==================== design 1
### config.mk
export PLATFORM = sky130hd
export DESIGN_NAME = matrix_uart_formatter
export DESIGN_NICKNAME = d
export VERILOG_FILES = /design/src/rtl/matrix_uart_formatter.sv
export SDC_FILE = /design/constraint.sdc
export NUM_CORES = 1
export LEC_CHECK = 0
export CELL_PAD_IN_SITES_DETAIL_PLACEMENT = 0
export CELL_PAD_IN_SITES_GLOBAL_PLACEMENT = 2
export CORE_MARGIN = 5
export CORE_UTILIZATION = 36
export DETAILED_ROUTE_END_ITERATION = 16
export PLACE_DENSITY = 0.87
export RECOVER_POWER = 100
export REMOVE_ABC_BUFFERS = 1
export SYNTH_ARGS = -nofsm -noshare
export SYNTH_HDL_FRONTEND = slang
export SYNTH_SLANG_ARGS = --single-unit
### constraint.sdc
create_clock -name clk -period 5.65 [get_ports clk]
set_clock_uncertainty 0.15 [all_clocks]
set_input_delay 1.695 -clock clk [delete_from_list [all_inputs] [get_ports clk]]
set_output_delay 1.695 -clock clk [all_outputs]
set_load 0.02 [all_outputs]
### src/rtl/matrix_uart_formatter.sv
// Streams a rows x cols storage matrix as decimal ASCII text (space separated, one line per row)
// over a registered valid/ready byte port; one element is read, converted and emitted at a time.
module matrix_uart_formatter #(
  parameter int ADDR_W  = 8,
  parameter int DATA_W  = 32,
  parameter int ELEM_W  = 8,
  parameter int DIM_W   = 3,
  parameter int MAX_DIM = 5,
  parameter int RD_LAT  = 1,
  parameter int CRLF    = 0
) (
  input  logic              clk,
  input  logic              rst_n,
  input  logic              start,
  input  logic              signed_mode,
  input  logic [ADDR_W-1:0] base_addr,
  input  logic [DIM_W-1:0]  rows,
  input  logic [DIM_W-1:0]  cols,
  output logic [ADDR_W-1:0] mem_addr,
  input  logic [DATA_W-1:0] mem_rdata,
  output logic              out_valid,
  output logic [7:0]        out_data,
  input  logic              out_ready,
  output logic              busy,
  output logic              done,
  output logic              err
);

  // Decimal digits needed for the largest unsigned ELEM_W-bit value.
  function automatic int num_digits(input int w);
    longint v;
    int     n;
    v = (longint'(1) << w) - 1;
    n = 0;
    for (int i = 0; i < 8; i++) begin
      if (v != 0) begin
        n++;
        v = v / 10;
      end
    end
    return n;
  endfunction

  localparam int NDIG = num_digits(ELEM_W);
  localparam int IW   = (NDIG > 1) ? $clog2(NDIG) : 1;
  localparam int NBUF = 1 << IW;
  localparam logic [DIM_W-1:0] ONE_D = DIM_W'(1);

  typedef enum logic [3:0] {
    S_IDLE, S_CHECK, S_RD, S_CONV, S_EMIT, S_SEP, S_CR, S_LF, S_DONE
  } state_t;

  state_t            state, state_nxt;
  logic              sm_q;
  logic [ADDR_W-1:0] base_q;
  logic [DIM_W-1:0]  rows_q, cols_q, r, c;
  logic [1:0]        rd_cnt;
  logic              neg_pend;
  logic [ELEM_W-1:0] elem, mag, quo;
  logic [31:0]       mag_w;
  logic [3:0]        digit;
  logic [3:0]        dig_buf [NBUF];
  logic [IW-1:0]     wr_idx, dig_idx;
  logic              dims_bad, rd_done, conv_last, last_col, last_row, xfer;
  logic              elem_neg, tx_state;
  logic [7:0]        tx_byte;

  if (DATA_W > ELEM_W) begin : g_hi
    logic unused_hi;
    assign unused_hi = ^mem_rdata[DATA_W-1:ELEM_W];
  end

  assign elem      = mem_rdata[ELEM_W-1:0];
  assign elem_neg  = sm_q & elem[ELEM_W-1];
  assign mag_w     = 32'(mag);
  assign digit     = 4'(mag_w % 32'd10);
  assign quo       = ELEM_W'(mag_w / 32'd10);
  assign conv_last = (mag_w < 32'd10);
  assign rd_done   = (rd_cnt == 2'(RD_LAT));
  assign dims_bad  = (rows_q == '0) || (cols_q == '0) ||
                     (32'(rows_q) > MAX_DIM) || (32'(cols_q) > MAX_DIM);
  assign last_col  = ((c + ONE_D) == cols_q);
  assign last_row  = ((r + ONE_D) == rows_q);
  assign xfer      = out_valid & out_ready;

  always_ff @(posedge clk or negedge rst_n) begin
    if (!rst_n) state <= S_IDLE;
    else        state <= state_nxt;
  end

  always_comb begin
    state_nxt = state;
    case (state)
      S_IDLE:  if (start) state_nxt = S_CHECK;
      S_CHECK: state_nxt = dims_bad ? S_DONE : S_RD;
      S_RD:    if (rd_done) state_nxt = S_CONV;
      S_CONV:  if (conv_last) state_nxt = S_EMIT;
      S_EMIT:  if (xfer && !neg_pend && dig_idx == '0)
                 state_nxt = !last_col ? S_SEP : ((CRLF != 0) ? S_CR : S_LF);
      S_SEP:   if (xfer) state_nxt = S_RD;
      S_CR:    if (xfer) state_nxt = S_LF;
      S_LF:    if (xfer) state_nxt = last_row ? S_DONE : S_RD;
      S_DONE:  if (!start) state_nxt = S_IDLE;
      default: state_nxt = S_IDLE;
    endcase
  end

  always_comb begin
    busy     = (state != S_IDLE);
    done     = (state == S_DONE);
    tx_state = (state == S_EMIT) || (state == S_SEP) || (state == S_CR) || (state == S_LF);
    tx_byte  = 8'h0A;
    case (state)
      S_EMIT:  tx_byte = neg_pend ? 8'h2D : (8'h30 + 8'(dig_buf[dig_idx]));
      S_SEP:   tx_byte = 8'h20;
      S_CR:    tx_byte = 8'h0D;
      default: tx_byte = 8'h0A;
    endcase
  end

  always_ff @(posedge clk or negedge rst_n) begin
    if (!rst_n) begin
      sm_q      <= 1'b0;
      base_q    <= '0;
      rows_q    <= '0;
      cols_q    <= '0;
      r         <= '0;
      c         <= '0;
      rd_cnt    <= '0;
      neg_pend  <= 1'b0;
      mag       <= '0;
      wr_idx    <= '0;
      dig_idx   <= '0;
      mem_addr  <= '0;
      out_valid <= 1'b0;
      out_data  <= '0;
      err       <= 1'b0;
      for (int i = 0; i < NBUF; i++) dig_buf[i] <= '0;
    end else begin
      err    <= 1'b0;
      rd_cnt <= '0;
      case (state)
        S_IDLE: if (start) begin
          sm_q   <= signed_mode;
          base_q <= base_addr;
          rows_q <= rows;
          cols_q <= cols;
        end
        S_CHECK: if (dims_bad) begin
          err <= 1'b1;
        end else begin
          r        <= '0;
          c        <= '0;
          mem_addr <= base_q;
        end
        S_RD: if (rd_done) begin
          neg_pend <= elem_neg;
          mag      <= elem_neg ? (~elem + ELEM_W'(1)) : elem;
          wr_idx   <= '0;
        end else begin
          rd_cnt <= rd_cnt + 2'd1;
        end
        S_CONV: begin
          // Digits land LSB-first; the last written slot is where emission starts.
          dig_buf[wr_idx] <= digit;
          mag             <= quo;
          if (conv_last) dig_idx <= wr_idx;
          else           wr_idx  <= wr_idx + IW'(1);
        end
        S_EMIT: if (xfer) begin
          if (neg_pend)              neg_pend <= 1'b0;
          else if (dig_idx != '0)    dig_idx  <= dig_idx - IW'(1);
        end
        S_SEP: if (xfer) begin
          c        <= c + ONE_D;
          mem_addr <= mem_addr + ADDR_W'(1);
        end
        S_LF: if (xfer && !last_row) begin
          r        <= r + ONE_D;
          c        <= '0;
          mem_addr <= mem_addr + ADDR_W'(1);
        end
        default: ;
      endcase
      // A byte is loaded only when the port is empty, so the next one appears a cycle after a transfer.
      if (xfer) begin
        out_valid <= 1'b0;
      end else if (tx_state && !out_valid) begin
        out_valid <= 1'b1;
        out_data  <= tx_byte;
      end
    end
  end

endmodule

==================== design 2
### src/rtl/fifo_wr_arb.sv
// Round-robin write arbiter sharing one fifo write port between k producers.
// Define FIFO_WR_ARB_FIXED_PRIO_EN for fixed priority (lowest index wins).
module fifo_wr_arb #(
  parameter int k = 4,
  parameter int n = 4
) (
  input  logic           clk,
  input  logic           rst_n,
  input  logic [k-1:0]   req,
  input  logic [k*n-1:0] data,
  input  logic           full,
  output logic [k-1:0]   gnt,
  output logic [n-1:0]   data_o,
  output logic           clk_o,
  output logic           busy
);

  localparam int PW = (k > 1) ? $clog2(k) : 1;

  localparam logic [1:0] IDLE   = 2'd0;
  localparam logic [1:0] SETUP  = 2'd1;
  localparam logic [1:0] STROBE = 2'd2;

  logic [1:0]    state;
  logic [n-1:0]  words [k];
  logic [PW-1:0] win;
  logic          hit;
  logic          go;

  always_comb begin
    for (int i = 0; i < k; i++) begin
      words[i] = data[i*n +: n];
    end
  end

`ifdef FIFO_WR_ARB_FIXED_PRIO_EN
  always_comb begin
    hit = 1'b0;
    win = '0;
    for (int i = k - 1; i >= 0; i--) begin
      if (req[i]) begin
        hit = 1'b1;
        win = PW'(i);
      end
    end
  end
`else
  logic [PW-1:0] ptr;
  logic [PW:0]   idx;

  // Scan ptr+1 .. ptr+k with an explicit wrap, so non-power-of-2 k never aliases.
  always_comb begin
    hit = 1'b0;
    win = '0;
    idx = '0;
    for (int i = 1; i <= k; i++) begin
      idx = {1'b0, ptr} + (PW+1)'(i);
      if (idx >= (PW+1)'(k)) begin
        idx = idx - (PW+1)'(k);
      end
      if (!hit && req[idx[PW-1:0]]) begin
        hit = 1'b1;
        win = idx[PW-1:0];
      end
    end
  end

  always_ff @(posedge clk or negedge rst_n) begin
    if (!rst_n) begin
      ptr <= PW'(k - 1);
    end else if (go) begin
      ptr <= win;
    end
  end
`endif

  assign go   = (state == IDLE) && !full && hit;
  assign busy = (state != IDLE);

  always_ff @(posedge clk or negedge rst_n) begin
    if (!rst_n) begin
      state  <= IDLE;
      gnt    <= '0;
      data_o <= '0;
      clk_o  <= 1'b0;
    end else begin
      gnt   <= '0;
      clk_o <= 1'b0;
      unique case (state)
        IDLE: begin
          if (go) begin
            gnt    <= (k)'(1) << win;
            data_o <= words[win];
            state  <= SETUP;
          end
        end
        SETUP: begin
          clk_o <= 1'b1;
          state <= STROBE;
        end
        STROBE: begin
          state <= IDLE;
        end
        default: begin
          state <= IDLE;
        end
      endcase
    end
  end

endmodule

### config.mk
export PLATFORM = sky130hd
export DESIGN_NAME = fifo_wr_arb
export DESIGN_NICKNAME = d
export VERILOG_FILES = /design/src/rtl/fifo_wr_arb.sv
export SDC_FILE = /design/constraint.sdc
export NUM_CORES = 1
export LEC_CHECK = 0
export CAP_MARGIN = 40
export CORE_MARGIN = 4
export CORE_UTILIZATION = 35
export CTS_BUF_LIST = sky130_fd_sc_hd__clkbuf_8
export DETAILED_ROUTE_END_ITERATION = 8
export MAX_ROUTING_LAYER = met4
export PLACE_DENSITY = 0.76
export SLEW_MARGIN = 40
export SYNTH_ARGS = -nofsm -noshare
export SYNTH_HDL_FRONTEND = slang
export SYNTH_SLANG_ARGS = --single-unit
export TNS_END_PERCENT = 50
### constraint.sdc
create_clock -name clk -period 1.6 [get_ports clk]
set_input_delay 0.4 -clock clk [delete_from_list [all_inputs] [get_ports clk]]
set_output_delay 0.4 -clock clk [all_outputs]
set_load 0.01 [all_outputs]
Fig. 1: design 2, sequential cells grouped by signal name
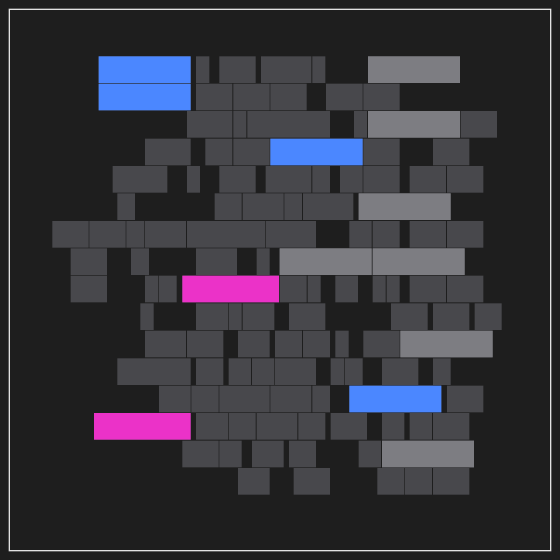
| colour | netlist name | sequential cells |
|---|---|---|
| blue | `data_o` | 4 |
| magenta | `ptr` | 2 |
not coloured: 7

==> results.txt, design 2 <==
run metrics: run status finished, violations left, failing checks negative setup slack, global-route usage over all layers 17.1%, critical-path cell with the highest stage delay dfstp_2, buffers inserted during post-CTS setup optimization 5, number of clock sinks 13, die footprint 2860 um^2, critical path cell sequence mux2i_1 > o22a_1 > o21ai_2 > buf_12 > mux2_4 > o211ai_2, detailed-route wire length 2.16 mm, final instance area 1270 um^2, Slew headroom 79.4%, most frequent logic cell in the layout clkdlybuf4s50_1, proportion of synthesized area in mux cells 13.0%, kind of critical path flip-flop to flip-flop, min-delay worst type primary input to asynchronous set/reset pin, top post-synthesis cells by area dfrtp_1 (38%), mux2i_1 (8.3%), dfstp_2 (7.3%), max incr delay on CP 0.59 ns, Post-Syn Area per Cell 10.7 um^2, setup-violating endpoint count in the final report 4, placed cell area 1150 um^2, met1 wire length 826 um, Buffers & Inverters on Critical Path 1, critical path capture point type flip-flop, count of pins on the block boundary 33, Setup WS pre-CTS -0.482 ns, worst IR drop on VDD 0.750 mV, post-layout period usage of the worst path 104%, crit-path max FO 7, CP startpoint ptr[1], commonest non-fill, non-tap cells in the layout clkdlybuf4s50_1 (27), dfrtp_1 (11), buf_4 (11), Static Leak 0.570 nW, path depth of the worst reg2reg path 6, min setup slack post-route -0.0715 ns, Simple-Gate Area Share 25.4%, met3 WL 131 um, post-synth area from yosys stat 724 um^2, dominant cell type by area after synthesis dfrtp_1, number of nets at the end of the flow 142, Synth Area in XOR/XNOR 0%, antenna violations before repair 0, required time at the worst-slack endpoint 1.76 ns, slew at the pin closest to its max-slew limit 0.308 ns, final slew viol count 0, Resized cells post-CTS 11, wire length of the first global-routing pass 3.35 mm
design 2: area by class of cell:
cell class	instances	area [um^2]
flip-flops and latches	13	328
fillers	168	689
well taps	27	33.8
clock inverters	1	3.75
multi-input cells	53	415
inverters	1	3.75
clock buffers	3	41.3
repair buffers	47	447
design 2: power breakdown:
group          internal, mW  switching, mW  leakage, nW
Clock                 0.169          0.120       0.0269
Sequential            0.437         0.0602        0.164
Combinational         0.477          0.339        0.379
Total                  1.08          0.519        0.570
design 2: cells in the mapped netlist:
| cell type | instances |
|---|---|
| nand2_2 | 1 |
| o22a_1 | 1 |
| o211ai_1 | 1 |
| or2_2 | 3 |
| inv_2 | 1 |
| mux2i_1 | 6 |
| nand2_1 | 8 |
| dfstp_2 | 2 |
| dfrtp_1 | 11 |
| a21oi_1 | 1 |
| o21a_1 | 1 |
| o21ai_2 | 1 |
| o31ai_4 | 1 |
| nor2_1 | 4 |
| a21boi_1 | 1 |
| nand3_1 | 8 |
| or4_4 | 1 |
| nand2b_1 | 2 |
| and3b_1 | 1 |
| buf_6 | 1 |
| o211ai_2 | 3 |
| nor2b_1 | 5 |
| mux2_2 | 3 |
| nor3_2 | 1 |
Fig. 2: design 1, logic cells by family
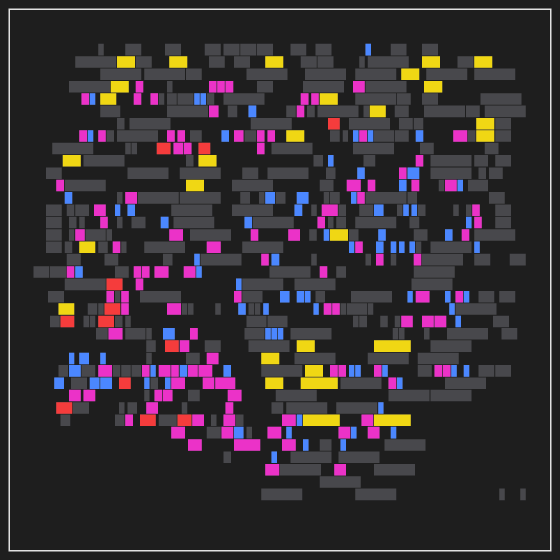
| colour | family | cells |
|---|---|---|
| blue | NAND gates | 84 |
| red | AND-OR and OR-AND gates | 12 |
| yellow | multiplexers | 28 |
| magenta | inverting AOI/OAI gates | 110 |

==> results.txt, design 1 <==
run metrics: run status finished, violations left, failing checks max-capacitance violations, max-slew violations, main logic family after synthesis simple AND/OR/NAND/NOR gates, Resized cells post-CTS 0, Buffers & Inverters on Critical Path 2, proportion of synthesized area in mux cells 8.33%, number of max-cap violations 1, detailed-route wire length 10.0 mm, final slew viol count 50, Total Power Consumption 3.10 mW, Max Fclk 242 MHz, power of the clock network 0.524 mW, die span in y 119 um, number of placed instances, taps included 626, count of pins on the block boundary 71, CP arrival 4.39 ns, endpoint of the worst hold path rd_cnt[0]
design 1: cells in the mapped netlist, drive strengths merged, types with 2 or more instances:
cell | count | area, um^2
dfrtp | 72 | 1800
nand2 | 53 | 199
o21ai | 44 | 220
nor2 | 32 | 123
mux2 | 20 | 225
nand3 | 19 | 95.1
nor3 | 18 | 95.1
clkbuf | 17 | 63.8
a21oi | 16 | 80.1
inv | 15 | 56.3
xnor2 | 13 | 114
ha | 10 | 125
o31ai | 9 | 67.6
and2 | 7 | 45.1
buf | 7 | 48.8
a31oi | 6 | 37.5
nor4 | 6 | 37.5
o41ai | 6 | 52.6
a21boi | 5 | 37.5
nand2b | 5 | 31.3
nand3b | 5 | 37.5
or3 | 5 | 31.3
a211oi | 4 | 30.0
mux2i | 4 | 40.0
mux4 | 4 | 90.1
or2 | 4 | 25.0
nor2b | 3 | 18.8
o211ai | 3 | 27.5
o221ai | 3 | 26.3
xor2 | 3 | 26.3
a21o | 2 | 15.0
a221oi | 2 | 23.8
a22oi | 2 | 15.0
a311o | 2 | 20.0
and3 | 2 | 12.5
and3b | 2 | 18.8
maj3 | 2 | 21.3
nand4 | 2 | 12.5
nor3b | 2 | 15.0
o2bb2ai | 2 | 17.5
or2b | 2 | 16.3

==================== design 3
### src/rtl/ej32_pkg.sv
// eJ32 shared types, opcode table and sequencer helpers.
// Phase counts and unit ownership per opcode live here.
package ej32_pkg;

  localparam int EJ32_ASZ = 17;
  localparam int EJ32_DSZ = 32;
  localparam int EJ32_PHW = 3;

  typedef logic [7:0] opcode_t;

  localparam opcode_t OP_NOP    = 8'h00;
  localparam opcode_t OP_ILOAD  = 8'h15;
  localparam opcode_t OP_ISTORE = 8'h36;
  localparam opcode_t OP_IADD   = 8'h60;
  localparam opcode_t OP_IMUL   = 8'h68;
  localparam opcode_t OP_IFEQ   = 8'h99;
  localparam opcode_t OP_GOTO   = 8'hA7;
  localparam opcode_t OP_JSR    = 8'hA8;
  localparam opcode_t OP_HALT   = 8'hFF;

  typedef enum logic [1:0] {
    BOOT,
    EXEC,
    HALT
  } seq_st_t;

  typedef enum logic [1:0] {
    U_NONE,
    U_AU,
    U_BR,
    U_LS
  } unit_t;

  // Unknown opcodes run as a single-phase nop.
  function automatic logic [3:0] nphase(opcode_t op);
    case (op)
      OP_ILOAD:  return 4'd2;
      OP_ISTORE: return 4'd2;
      OP_IMUL:   return 4'd3;
      OP_IFEQ:   return 4'd3;
      OP_GOTO:   return 4'd3;
      OP_JSR:    return 4'd3;
      default:   return 4'd1;
    endcase
  endfunction

  function automatic unit_t unit_of(opcode_t op);
    case (op)
      OP_IADD:   return U_AU;
      OP_IMUL:   return U_AU;
      OP_ILOAD:  return U_LS;
      OP_ISTORE: return U_LS;
      OP_IFEQ:   return U_BR;
      OP_GOTO:   return U_BR;
      OP_JSR:    return U_BR;
      default:   return U_NONE;
    endcase
  endfunction

endpackage

### src/rtl/ej32_tos_arb.sv
// TOS write arbiter: fixed priority BR > LS > AU,
// flags a conflict when two or more units request together.
module ej32_tos_arb
  import ej32_pkg::*;
#(
  parameter int DSZ = EJ32_DSZ
) (
  input  logic           en_i,
  input  logic           au_x_i,
  input  logic [DSZ-1:0] au_t_i,
  input  logic           ls_x_i,
  input  logic [DSZ-1:0] ls_t_i,
  input  logic           br_x_i,
  input  logic [DSZ-1:0] br_t_i,
  output logic           sel_o,
  output logic [DSZ-1:0] t_o,
  output logic           cflt_o
);

  always_comb begin
    sel_o = 1'b0;
    t_o   = '0;
    if (en_i) begin
      priority case (1'b1)
        br_x_i: begin sel_o = 1'b1; t_o = br_t_i; end
        ls_x_i: begin sel_o = 1'b1; t_o = ls_t_i; end
        au_x_i: begin sel_o = 1'b1; t_o = au_t_i; end
        default: ;
      endcase
    end
  end

  assign cflt_o = en_i & ((au_x_i & ls_x_i) |
                          (au_x_i & br_x_i) |
                          (ls_x_i & br_x_i));

endmodule

### src/rtl/ej32_seq.sv
// eJ32 instruction sequencer: opcode latch, phase counter,
// instruction pointer and arbitrated TOS register.
module ej32_seq
  import ej32_pkg::*;
#(
  parameter int ASZ = EJ32_ASZ,
  parameter int DSZ = EJ32_DSZ,
  parameter int PHW = EJ32_PHW
) (
  input  logic           clk,
  input  logic           rst,
  input  logic           hold,
  input  logic [7:0]     data,
  input  logic [DSZ-1:0] au_t,
  input  logic           au_t_x,
  input  logic [DSZ-1:0] ls_t,
  input  logic           ls_t_x,
  input  logic [DSZ-1:0] br_t,
  input  logic           br_t_x,
  input  logic [ASZ-1:0] br_p,
  input  logic           br_psel,
  output opcode_t        code,
  output logic [PHW-1:0] phase,
  output logic [ASZ-1:0] p,
  output logic [DSZ-1:0] t,
  output logic           au_en,
  output logic           br_en,
  output logic           ls_en,
  output logic           halt,
  output logic           t_cflt
);

  seq_st_t        state_q, state_d;
  opcode_t        code_q, code_d;
  logic [PHW-1:0] phase_q, phase_d;
  logic [ASZ-1:0] p_q, p_d;
  logic [DSZ-1:0] t_q, t_d;

  logic           run;
  logic           last;
  logic           arb_sel;
  logic [DSZ-1:0] arb_t;
  logic           arb_cflt;

  assign run  = (state_q == EXEC) & ~hold;
  assign last = (phase_q == PHW'(nphase(code_q) - 4'd1));

  ej32_tos_arb #(
    .DSZ (DSZ)
  ) u_arb (
    .en_i   (run),
    .au_x_i (au_t_x),
    .au_t_i (au_t),
    .ls_x_i (ls_t_x),
    .ls_t_i (ls_t),
    .br_x_i (br_t_x),
    .br_t_i (br_t),
    .sel_o  (arb_sel),
    .t_o    (arb_t),
    .cflt_o (arb_cflt)
  );

  always_ff @(posedge clk or negedge rst) begin
    if (!rst) begin
      state_q <= BOOT;
    end else begin
      state_q <= state_d;
    end
  end

  always_comb begin
    state_d = state_q;
    unique case (state_q)
      BOOT: if (!hold)
        state_d = (data == OP_HALT) ? HALT : EXEC;
      EXEC: if (run && !br_psel && last && data == OP_HALT)
        state_d = HALT;
      HALT: state_d = HALT;
      default: state_d = BOOT;
    endcase
  end

  always_comb begin
    code_d  = code_q;
    phase_d = phase_q;
    p_d     = p_q;
    t_d     = t_q;
    if (state_q == BOOT && !hold) begin
      code_d = data;
      p_d    = p_q + ASZ'(1);
    end
    if (run) begin
      p_d = br_psel ? br_p : p_q + ASZ'(1);
      // A redirect drops into a nop bubble that fetches the target.
      if (br_psel) begin
        code_d  = OP_NOP;
        phase_d = '0;
      end else if (last) begin
        code_d  = data;
        phase_d = '0;
      end else begin
        phase_d = phase_q + PHW'(1);
      end
      if (arb_sel) t_d = arb_t;
    end
  end

  always_ff @(posedge clk or negedge rst) begin
    if (!rst) begin
      code_q  <= OP_NOP;
      phase_q <= '0;
      p_q     <= '0;
      t_q     <= '0;
    end else begin
      code_q  <= code_d;
      phase_q <= phase_d;
      p_q     <= p_d;
      t_q     <= t_d;
    end
  end

  always_comb begin
    au_en = 1'b0;
    br_en = 1'b0;
    ls_en = 1'b0;
    if (run) begin
      unique case (unit_of(code_q))
        U_AU:    au_en = 1'b1;
        U_BR:    br_en = 1'b1;
        U_LS:    ls_en = 1'b1;
        default: ;
      endcase
    end
  end

  assign halt   = (state_q == HALT);
  assign t_cflt = arb_cflt;
  assign code   = code_q;
  assign phase  = phase_q;
  assign p      = p_q;
  assign t      = t_q;

endmodule

### config.mk
export PLATFORM = sky130hd
export DESIGN_NAME = ej32_seq
export DESIGN_NICKNAME = d
export VERILOG_FILES = /design/src/rtl/ej32_pkg.sv /design/src/rtl/ej32_tos_arb.sv /design/src/rtl/ej32_seq.sv
export SDC_FILE = /design/constraint.sdc
export NUM_CORES = 1
export LEC_CHECK = 0
export CORE_ASPECT_RATIO = 0.75
export CORE_MARGIN = 1.5
export CORE_UTILIZATION = 37
export CTS_BUF_LIST = sky130_fd_sc_hd__clkbuf_2 sky130_fd_sc_hd__clkbuf_4 sky130_fd_sc_hd__clkbuf_8
export DETAILED_ROUTE_END_ITERATION = 12
export GPL_ROUTABILITY_DRIVEN = 0
export HOLD_SLACK_MARGIN = 0.08
export PLACE_DENSITY = 0.87
export SLEW_MARGIN = 20
export SYNTH_ARGS = -nofsm -noshare
export SYNTH_HDL_FRONTEND = slang
export SYNTH_SLANG_ARGS = --single-unit
### constraint.sdc
create_clock -name clk -period 2.2 [get_ports clk]
set_input_delay 0.44 -clock clk [delete_from_list [all_inputs] [get_ports clk]]
set_output_delay 0.44 -clock clk [all_outputs]
set_load 0.02 [all_outputs]
Fig. 3: design 3, sequential cells grouped by signal name
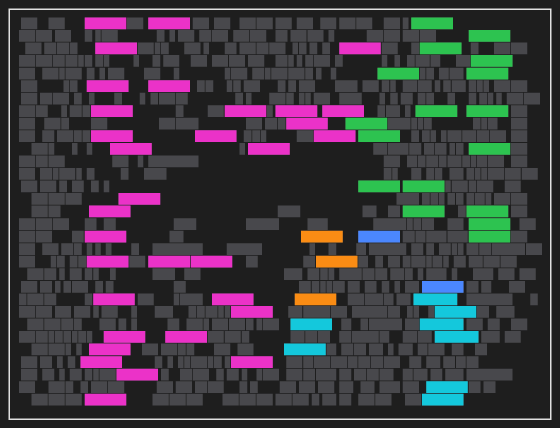
| colour | netlist name | sequential cells |
|---|---|---|
| blue | `state_q` | 2 |
| cyan | `code` | 8 |
| magenta | `t` | 32 |
| green | `p` | 17 |
| orange | `phase` | 3 |

Fig. 4: design 3, clock network drawn from the DEF
Bar = 20 um.
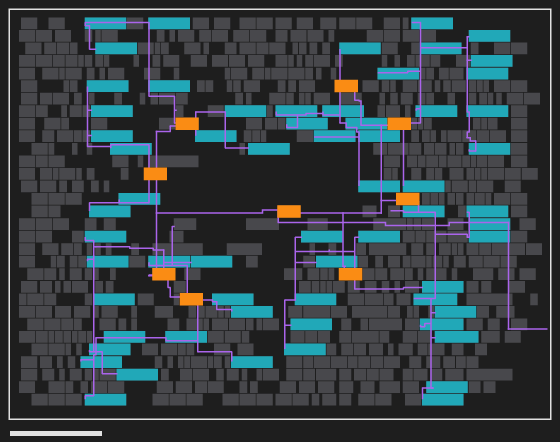
[cyan] flip-flops | count: 62
[purple] clock wires | length: 865 um
[orange] cells driving clock nets | count: 9
routed clock nets: 10

==> results.txt <==
run metrics: setup-violating endpoint count in the final report 13, post-route core utilization 65.5%, fill cell total of the finished layout 797, Slew headroom 55.3%, clk_skew 0.00775 ns, violation count after the first detailed-route iteration 245, detailed placement HPWL 9.22 mm, overall via count from detail_route 4114, failing checks negative setup slack, Synth Area in XOR/XNOR 2.18%, switching power of the nets 2.56 mW, clock-pin transition on the worst setup and hold timing paths 0.07 ns, proportion of register bits with asynchronous set or reset after synthesis 100%, run status finished, violations left, min setup slack post-route -0.115 ns, top post-synthesis cells by area dfrtp_1 (43%), o21ai_0 (7.1%), a22oi_1 (6.9%), Setup TNS -1.04 ns, power consumed by sequential cells 2.01 mW, multi-input gate share of total cell area 32.1%, total area of multi-input combinational cells 2010 um^2, width of the die 117 um, number of standard cells in the layout, taps in and fillers out 784, TritonCTS clock tree done, Total Power Consumption 6.68 mW, most common flop cell mapped by yosys dfrtp_1, non-clock buffering overhead in the final layout 36.5%, floorplan core density 37.7%, distinct cell type count of the synthesized netlist 50, CP arrival 2.54 ns, highest-power group combinational logic, combinational gates 330, post-layout period usage of the worst path 105%
Fig. 5: design 3, clock wiring as the flow saved it
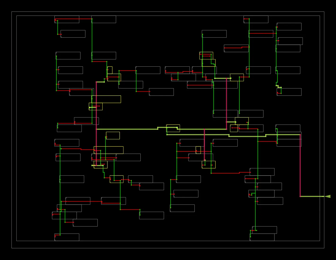
final sequential cell count: 62
number of clock buffers in the layout: 12
power of the clock network: 1.15 mW

==> what timing repair did <==
action / CTS / global route
pin swaps: 3 / 7
resized: 27 / 4
buffers inserted: 2 / 1
endpoints found under the hold margin: 0 / 0
setup endpoints to repair: 17 / 16
hold buffers: 0 / 0
==> synthesized netlist by cell type (all sizes together) (2+ instances only) <==
library cell / count
a211o: 2
a21oi: 45
a22o: 8
a22oi: 33
a2bb2oi: 3
and2: 2
and3: 3
buf: 2
clkbuf: 26
dfrtp: 62
ha: 6
inv: 6
nand2: 56
nand2b: 7
nand3: 9
nand3b: 5
nand4: 3
nor2: 47
nor2b: 2
nor3: 5
nor4: 4
o21ai: 52
o22ai: 3
o31ai: 4
or2: 2
or3b: 3
xnor2: 2
xor2: 7
==> worst max-delay path, delay by kind of cell (launching register included) <==
family,cells,cell delay (ns)
buf+inv,2,0.33
compound gates,3,0.77
flops,1,0.41
simple gates,3,0.70
==> worst max-delay path by stage <==
stage | cells after the start | slack (ns) | endpoint
after global routing | 7 | -0.20 | code[3]
after CTS | 8 | -0.13 | code[6]
after global placement | 4 | -0.26 | t_cflt
final | 8 | -0.12 | code[6]
after floorplan | 6 | 0.008 | code[0]
after detailed placement | 4 | -0.27 | br_en


==> layout pictures side by side <==
Cells by drive strength.
Bar = 20 um.
shot_01.png
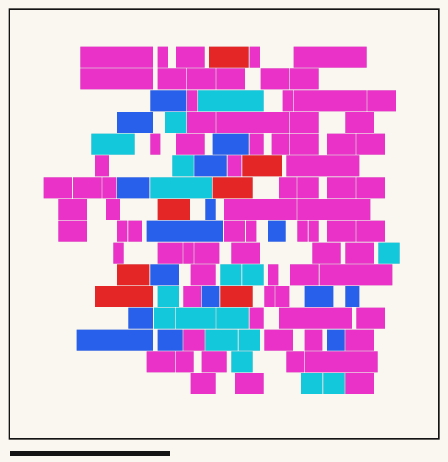
shot_02.png
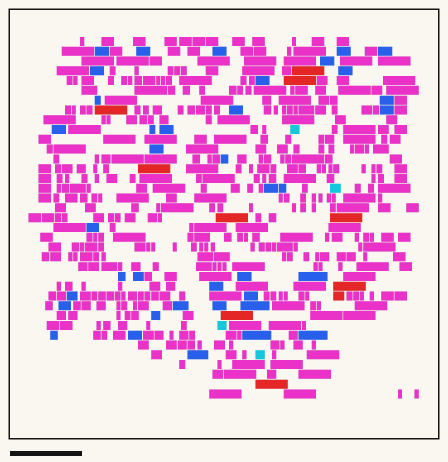
shot_03.png
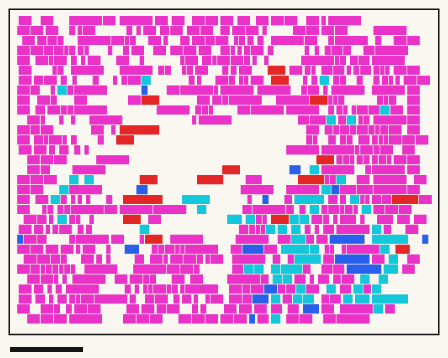
shot_01.png comes from design 2.
shot_03.png comes from design 3.
shot_02.png comes from design 1.
The one with the smallest die is shot_01.png.

Key to shot_01.png:
| colour | size | cells | share |
|---|---|---|---|
| magenta | drive 1 or less | 78 | 66% |
| red | drive 6 and up | 7 | 5.9% |
| cyan | drive 3 to 4 | 17 | 14% |
| blue | drive 2 | 16 | 14% |

Power and IR drop assume default switching activity.
